=== cim_weight_loader_flat ===
==> cim_weight_loader_flat/final_congestion.png <==
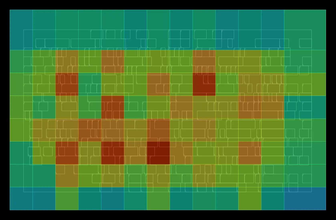

===== src/rtl/cim_pkg.sv =====
// cim_pkg: shared sizes and loader state encoding for the CIM weight loader.
package cim_pkg;
  localparam int ROWS = 8;
  localparam int WW = 12;
  localparam int DW = 2 * WW;
  localparam int ROW_W = $clog2(ROWS);
  localparam int LEN_W = $clog2(ROWS) + 1;
  typedef enum logic [2:0] {IDLE, WAIT_DATA, SETUP, WRITE, HOLD, DONE} loader_state_t;
endpackage


===== src/rtl/cim_weight_loader_if.sv =====
// cim_weight_loader_if: burst command and weight stream handshakes into the loader.
interface cim_weight_loader_if;
  import cim_pkg::*;
  logic cmd_valid;
  logic cmd_ready;
  logic cmd_bank;
  logic [ROW_W-1:0] cmd_row;
  logic [LEN_W-1:0] cmd_len;
  logic s_valid;
  logic s_ready;
  logic [DW-1:0] s_data;
  modport master (output cmd_valid, cmd_bank, cmd_row, cmd_len, s_valid, s_data, input cmd_ready, s_ready);
  modport slave (input cmd_valid, cmd_bank, cmd_row, cmd_len, s_valid, s_data, output cmd_ready, s_ready);
endinterface


===== src/rtl/cim_row_dec.sv =====
// cim_row_dec: registered one-hot row strobe decoder for the two array banks.
module cim_row_dec
  import cim_pkg::*;
(
  input  logic             clk,
  input  logic             rst,
  input  logic             en,
  input  logic             bank,
  input  logic [ROW_W-1:0] row,
  output logic [ROWS-1:0]  WA0,
  output logic [ROWS-1:0]  WA1
);
  logic [ROWS-1:0] oh;
  assign oh = ROWS'(1) << row;
  always_ff @(posedge clk) begin
    if (rst) begin
      WA0 <= '0;
      WA1 <= '0;
    end else begin
      WA0 <= (en && !bank) ? oh : '0;
      WA1 <= (en && bank) ? oh : '0;
    end
  end
endmodule


===== src/rtl/cim_weight_loader.sv =====
// cim_weight_loader: turns burst commands and weight words into single-cycle row-write pulses.
module cim_weight_loader
  import cim_pkg::*;
(
  input  logic                 clk,
  input  logic                 rst,
  cim_weight_loader_if.slave   bus,
  output logic [DW-1:0]        D,
  output logic [ROWS-1:0]      WA0,
  output logic [ROWS-1:0]      WA1,
  output logic                 busy,
  output logic                 done,
  output logic                 err
);
  loader_state_t state, next;
  logic bank_q;
  logic [ROW_W-1:0] row_q;
  logic [LEN_W-1:0] rem_q;
  logic cmd_fire, s_fire, bad;
  assign cmd_fire = bus.cmd_valid && bus.cmd_ready;
  assign s_fire = bus.s_valid && bus.s_ready;
  assign bad = (bus.cmd_len == '0) || (bus.cmd_len > LEN_W'(ROWS));
  assign bus.cmd_ready = state == IDLE;
  assign bus.s_ready = state == WAIT_DATA;
  assign busy = state != IDLE;
  assign done = state == DONE;
  always_comb begin
    next = state;
    case (state)
      IDLE:      next = (cmd_fire && !bad) ? WAIT_DATA : IDLE;
      WAIT_DATA: next = s_fire ? SETUP : WAIT_DATA;
      SETUP:     next = WRITE;
      WRITE:     next = HOLD;
      HOLD:      next = (rem_q == LEN_W'(1)) ? DONE : WAIT_DATA;
      default:   next = IDLE;
    endcase
  end
  always_ff @(posedge clk) begin
    if (rst) begin
      state <= IDLE;
      D <= '0;
      err <= 1'b0;
      bank_q <= 1'b0;
      row_q <= '0;
      rem_q <= '0;
    end else begin
      state <= next;
      err <= cmd_fire && bad;
      if (cmd_fire) begin
        bank_q <= bus.cmd_bank;
        row_q <= bus.cmd_row;
        rem_q <= bus.cmd_len;
      end
      if (s_fire) D <= bus.s_data;
      if (state == HOLD) begin
        rem_q <= rem_q - 1'b1;
        row_q <= (row_q == ROW_W'(ROWS - 1)) ? '0 : row_q + 1'b1;
      end
    end
  end
  // Strobe registered one cycle after SETUP so the pulse lands exactly in WRITE.
  cim_row_dec u_dec (
    .clk(clk),
    .rst(rst),
    .en(state == SETUP),
    .bank(bank_q),
    .row(row_q),
    .WA0(WA0),
    .WA1(WA1)
  );
endmodule


===== src/flat_wrapper.sv =====
// flat-port wrapper written by rule: the top's interface ports become plain ports
module cim_weight_loader_flat import cim_pkg::*;
  (clk, rst, D, WA0, WA1, busy, done, err, bus_cmd_valid, bus_cmd_bank, bus_cmd_row, bus_cmd_len, bus_s_valid, bus_s_data, bus_cmd_ready, bus_s_ready);
  cim_weight_loader_if bus_i ();
  input  logic clk;
  input  logic rst;
  output logic [DW-1:0] D;
  output logic [ROWS-1:0] WA0;
  output logic [ROWS-1:0] WA1;
  output logic busy;
  output logic done;
  output logic err;
  input wire logic [$bits(bus_i.cmd_valid)-1:0] bus_cmd_valid;
  input wire logic [$bits(bus_i.cmd_bank)-1:0] bus_cmd_bank;
  input wire logic [$bits(bus_i.cmd_row)-1:0] bus_cmd_row;
  input wire logic [$bits(bus_i.cmd_len)-1:0] bus_cmd_len;
  input wire logic [$bits(bus_i.s_valid)-1:0] bus_s_valid;
  input wire logic [$bits(bus_i.s_data)-1:0] bus_s_data;
  output wire logic [$bits(bus_i.cmd_ready)-1:0] bus_cmd_ready;
  output wire logic [$bits(bus_i.s_ready)-1:0] bus_s_ready;
  assign bus_i.cmd_valid = bus_cmd_valid;
  assign bus_i.cmd_bank = bus_cmd_bank;
  assign bus_i.cmd_row = bus_cmd_row;
  assign bus_i.cmd_len = bus_cmd_len;
  assign bus_i.s_valid = bus_s_valid;
  assign bus_i.s_data = bus_s_data;
  assign bus_cmd_ready = bus_i.cmd_ready;
  assign bus_s_ready = bus_i.s_ready;
  cim_weight_loader u_core (.clk(clk), .rst(rst), .bus(bus_i), .D(D), .WA0(WA0), .WA1(WA1), .busy(busy), .done(done), .err(err));
endmodule

===== config.mk =====
export PLATFORM = sky130hd
export DESIGN_NAME = cim_weight_loader_flat
export DESIGN_NICKNAME = d
export VERILOG_FILES = /design/src/rtl/cim_pkg.sv /design/src/rtl/cim_weight_loader_if.sv /design/src/rtl/cim_row_dec.sv /design/src/rtl/cim_weight_loader.sv /design/src/flat_wrapper.sv
export SDC_FILE = /design/constraint.sdc
export NUM_CORES = 1
export LEC_CHECK = 0
export CORE_ASPECT_RATIO = 0.6
export CORE_MARGIN = 4
export CORE_UTILIZATION = 45
export DETAILED_ROUTE_END_ITERATION = 8
export PLACE_DENSITY = 0.81
export SLEW_MARGIN = 20
export SYNTH_ARGS = -nofsm -noshare
export SYNTH_HDL_FRONTEND = slang
export SYNTH_HIERARCHICAL = 1
export SYNTH_SLANG_ARGS = --single-unit
export TNS_END_PERCENT = 10

===== constraint.sdc =====
create_clock -name clk -period 3.1 [get_ports clk]
set_input_delay 0.465 -clock clk [delete_from_list [all_inputs] [get_ports clk]]
set_output_delay 0.465 -clock clk [all_outputs]
set_load 0.1 [all_outputs]

=== pulse_doppler_sequencer ===
[src/rtl/pulse_doppler_sequencer.sv]
// Pulsed-wave Doppler PRF sequencer: burst -> range-gate delay -> sample window -> hold-off, back-to-back while run is high.
// Outputs decode a registered state; frameDone/overrun/sampleCount land one cycle after pc=P-1; optional macro TX_RX_GUARD_EN.
module pulse_doppler_sequencer #(
  parameter int CNT_W  = 16,
  parameter int SCNT_W = 12,
  parameter int GUARD  = 4
) (
  input  logic              clk,
  input  logic              reset,
  input  logic              run,
  input  logic [1:0]        freqSelIn,
  input  logic [CNT_W-1:0]  prfPeriod,
  input  logic [CNT_W-1:0]  burstLen,
  input  logic [CNT_W-1:0]  gateDelay,
  input  logic [CNT_W-1:0]  gateLen,
  input  logic              rxReady,
  output logic              txGate,
  output logic [1:0]        txFreqSel,
  output logic              txPwdn,
  output logic              rxEnable,
  output logic              busy,
  output logic              frameDone,
  output logic              overrun,
  output logic              cfgErr,
  output logic [SCNT_W-1:0] sampleCount
);

  localparam int SUM_W = CNT_W + 2;
  localparam logic [CNT_W-1:0] GUARD_C = CNT_W'(GUARD);

`ifdef TX_RX_GUARD_EN
  localparam bit GUARD_ON = 1'b1;
`else
  localparam bit GUARD_ON = 1'b0;
`endif

  typedef enum logic [2:0] {IDLE, BURST, DELAY, SAMPLE, HOLDOFF} state_t;

  state_t state, stateNext;
  logic latch, refuse, periodEnd, startOk, lastCycle;
  logic [CNT_W-1:0] pc, perLen, effDelay;
  logic [SUM_W-1:0] endBurst, endDelay, endSample;
  logic [SUM_W-1:0] inEndB, inEndD, inEndS;
  logic [1:0] freqLatch;
  logic ovFlag;
  logic [SCNT_W-1:0] sCnt, sCntNext;

  // Phase boundaries are kept as cumulative end offsets so zero-length phases fall through
  function automatic state_t phaseOf(input logic [SUM_W-1:0] pos, input logic [SUM_W-1:0] eB,
                                     input logic [SUM_W-1:0] eD, input logic [SUM_W-1:0] eS);
    if (pos < eB)      return BURST;
    else if (pos < eD) return DELAY;
    else if (pos < eS) return SAMPLE;
    else               return HOLDOFF;
  endfunction

  assign effDelay  = (GUARD_ON && (gateDelay < GUARD_C)) ? GUARD_C : gateDelay;
  assign inEndB    = SUM_W'(burstLen);
  assign inEndD    = inEndB + SUM_W'(effDelay);
  assign inEndS    = inEndD + SUM_W'(gateLen);
  assign startOk   = run && (prfPeriod != '0);
  assign lastCycle = (pc == perLen - CNT_W'(1));

  always_comb begin
    stateNext = state;
    latch     = 1'b0;
    refuse    = 1'b0;
    periodEnd = 1'b0;
    if (state == IDLE) begin
      if (startOk) begin
        latch     = 1'b1;
        stateNext = phaseOf(SUM_W'(0), inEndB, inEndD, inEndS);
      end else if (run) begin
        refuse = 1'b1;
      end
    end else if (lastCycle) begin
      periodEnd = 1'b1;
      if (startOk) begin
        latch     = 1'b1;
        stateNext = phaseOf(SUM_W'(0), inEndB, inEndD, inEndS);
      end else begin
        stateNext = IDLE;
        refuse    = run;
      end
    end else begin
      stateNext = phaseOf(SUM_W'(pc) + SUM_W'(1), endBurst, endDelay, endSample);
    end
  end

  assign sCntNext = ((state == SAMPLE) && rxReady && (sCnt != '1)) ? sCnt + SCNT_W'(1) : sCnt;

  always_ff @(posedge clk) begin
    if (reset) begin
      state       <= IDLE;
      pc          <= '0;
      perLen      <= '0;
      endBurst    <= '0;
      endDelay    <= '0;
      endSample   <= '0;
      freqLatch   <= 2'b11;
      ovFlag      <= 1'b0;
      sCnt        <= '0;
      sampleCount <= '0;
      frameDone   <= 1'b0;
      overrun     <= 1'b0;
      cfgErr      <= 1'b0;
    end else begin
      state     <= stateNext;
      frameDone <= periodEnd;
      overrun   <= periodEnd & ovFlag;
      cfgErr    <= refuse;
      if (periodEnd) sampleCount <= sCntNext;
      if (latch) begin
        perLen    <= prfPeriod;
        endBurst  <= inEndB;
        endDelay  <= inEndD;
        endSample <= inEndS;
        freqLatch <= freqSelIn;
        ovFlag    <= (inEndS > SUM_W'(prfPeriod));
        pc        <= '0;
        sCnt      <= '0;
      end else begin
        sCnt <= sCntNext;
        pc   <= (stateNext == IDLE) ? '0 : pc + CNT_W'(1);
      end
    end
  end

  assign txGate    = (state == BURST);
  assign rxEnable  = (state == SAMPLE);
  assign txPwdn    = (state == IDLE);
  assign busy      = !txPwdn;
  assign txFreqSel = freqLatch;

endmodule

[config.mk]
export PLATFORM = sky130hd
export DESIGN_NAME = pulse_doppler_sequencer
export DESIGN_NICKNAME = d
export VERILOG_FILES = /design/src/rtl/pulse_doppler_sequencer.sv
export SDC_FILE = /design/constraint.sdc
export NUM_CORES = 1
export LEC_CHECK = 0
export ABC_AREA = 1
export CAP_MARGIN = 25
export CORE_ASPECT_RATIO = 0.8
export CORE_UTILIZATION = 45
export DETAILED_ROUTE_END_ITERATION = 10
export GPL_ROUTABILITY_DRIVEN = 0
export PLACE_DENSITY = 0.62
export SYNTH_ARGS = -nofsm -noshare
export SYNTH_HDL_FRONTEND = slang
export SYNTH_SLANG_ARGS = --single-unit
[constraint.sdc]
create_clock -name clk -period 8.8 [get_ports clk]
set_input_delay 0.88 -clock clk [delete_from_list [all_inputs] [get_ports clk]]
set_output_delay 0.88 -clock clk [all_outputs]
set_load 0.01 [all_outputs]
==> cim_weight_loader_flat/met1.png <==
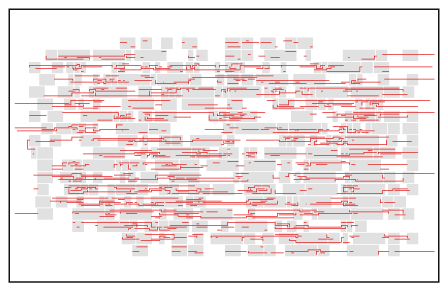
The longest straight run is 32.4 microns. The layer holds 47% of the routed length. The layer carries 2440 microns of wire. The wires run mostly horizontal.
met1 capacity usage during global routing: 26.5%
Routed Wire Length: 5160 microns
routed via count: 1884

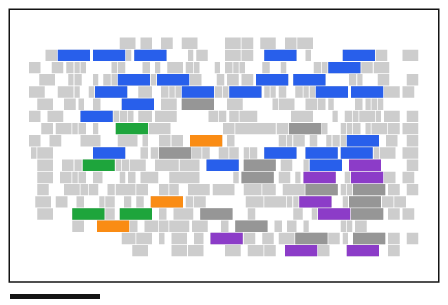
(cim_weight_loader_flat/registers.png)
Bar = 20 microns.
Key: `u_core/u_dec/WA0` = purple [sequential cells 8]; `u_core/rem_q` = green [sequential cells 4]; `u_core/D` = blue [sequential cells 24]; `u_core/row_q` = orange [sequential cells 3]
Another 13 sequential cells are not coloured.
sequential cell area: 1040 sq um
sequential share of cell area: 36.2%
final standard cell utilization of the core: 67.5%
Seq group: 0.726 mW

About cim_weight_loader_flat/final_congestion.png:
met2 GRT Util: 27.1%
global-route usage over all layers: 18.1%
met3 Resource Use GR: 5.45%

==> flow_metrics.env, cim_weight_loader_flat <==
# implementation run metrics
export IMPL_postSynth_asyncResetShare_pct=0
export IMPL_worstHoldPathCells=2
export IMPL_antenna_found_initial=0
export IMPL_final_cells=368
export IMPL_std_cell_rows=18
export IMPL_required_ps=2630
export IMPL_maximum_number_of_pins_on_one_net_before_global_route_repair=39
export IMPL_worst_ir_drop_vdd_v=0.000265
export IMPL_finalSetupTns_ps=0
export IMPL_tightest_slew_ps=728
export IMPL_placed_area_sq_um=2780
export IMPL_simple_gate_fraction_of_synth_area_pct=26.2
export IMPL_chip_area_sq_um=5760
export IMPL_run_status="finished clean"
export IMPL_drt_first_pass_iters=4
export IMPL_area_growth_syn_to_layout_pct=39.4
export IMPL_nMultiInputCombCells=159
export IMPL_numPlacedInstances=360
export IMPL_clk_pin_slew_worst_paths_ps=100
export IMPL_port_buffer_count=80
export IMPL_final_nets=347
export IMPL_area_share_nonclk_buffers_pct=24.7
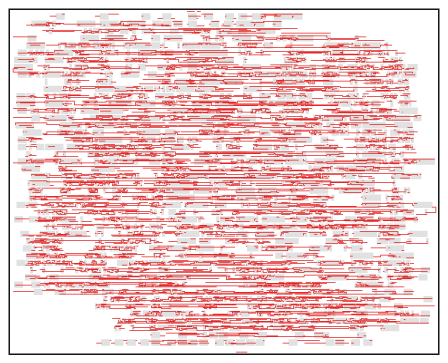
(pulse_doppler_sequencer/met1.png)
The layer holds 51% of the routed length. The longest straight run is 57.0 microns.
Routed Wire Length: 27600 microns
routed via count: 8977

==> flow_metrics.env, pulse_doppler_sequencer <==
# implementation run metrics
export IMPL_port_buffer_count=90
export IMPL_critical_path_buf_inv_count=1
export IMPL_worst_path_most_repeated_cell="nand2_1"
export IMPL_power_consumed_by_the_clock_network_mw=0.703
export IMPL_top_power_group="clock"
export IMPL_cell_family_contributing_the_most_delay_on_the_critical_path="simple AND/OR/NAND/NOR gates"
export IMPL_violations="design-rule violations"
export IMPL_combinational_gate_area_sq_um=5710
export IMPL_met1_usage_pct=39.9
export IMPL_clk_pin_slew_worst_paths_ps=60
export IMPL_leading_area_contributor_after_synthesis="dfxtp_1"
export IMPL_drt_first_pass_iters=9
export IMPL_post_synth_top_count_cell="nand2_1"
export IMPL_finalSetupTns_ps=0
export IMPL_stage_log_warnings=28
export IMPL_synth_xor_xnor_area_share_pct=4.14
export IMPL_post_cts_resized=0
export IMPL_final_period_minus_worst_setup_slack_ps=4670
export IMPL_run_status="finished with violations"
export IMPL_drc_errors=1
export IMPL_p_comb_mw=0.629

==> gallery <==
M3 wires.
(a)
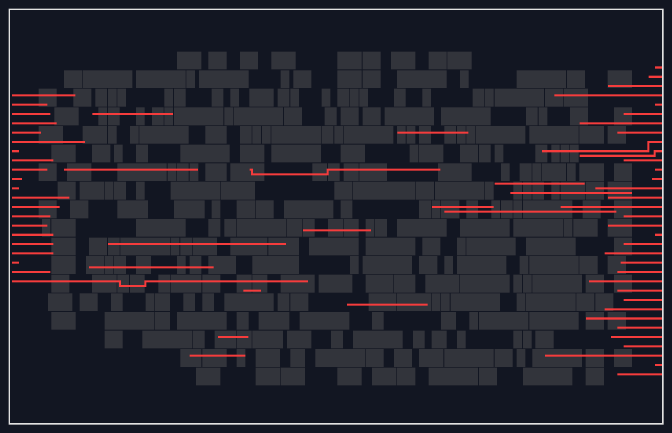
(b)
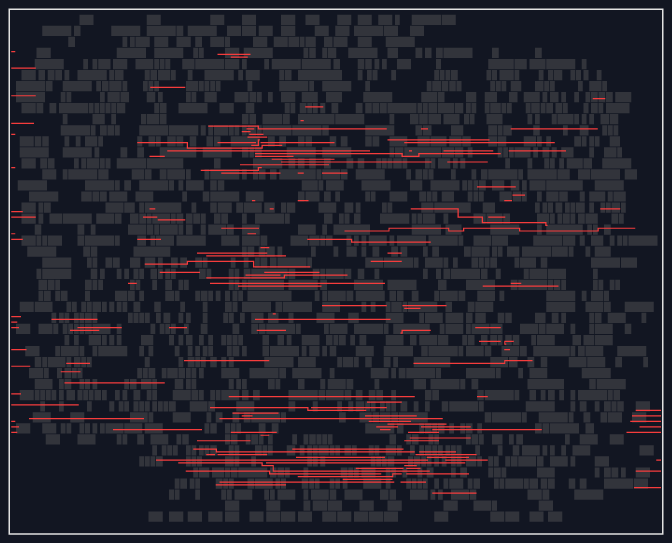
(a) is cim_weight_loader_flat.
(b) is pulse_doppler_sequencer.



==> screenshots <==
M2 wires.
image #1
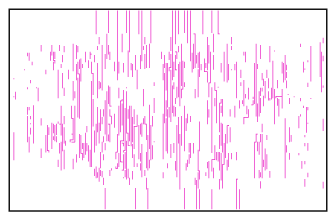
image #2
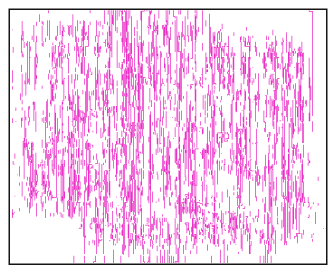
| from | picture |
|---|---|
| cim_weight_loader_flat | image #1 |
| pulse_doppler_sequencer | image #2 |

Key to image #2:
The wires run mostly vertical. 1303 nets have wire on it. The layer carries 11300 microns of wire. The layer holds 41% of the routed length. The longest straight run is 63.5 microns.

Power figures rest on the tool's default switching activity, not on a simulated workload.
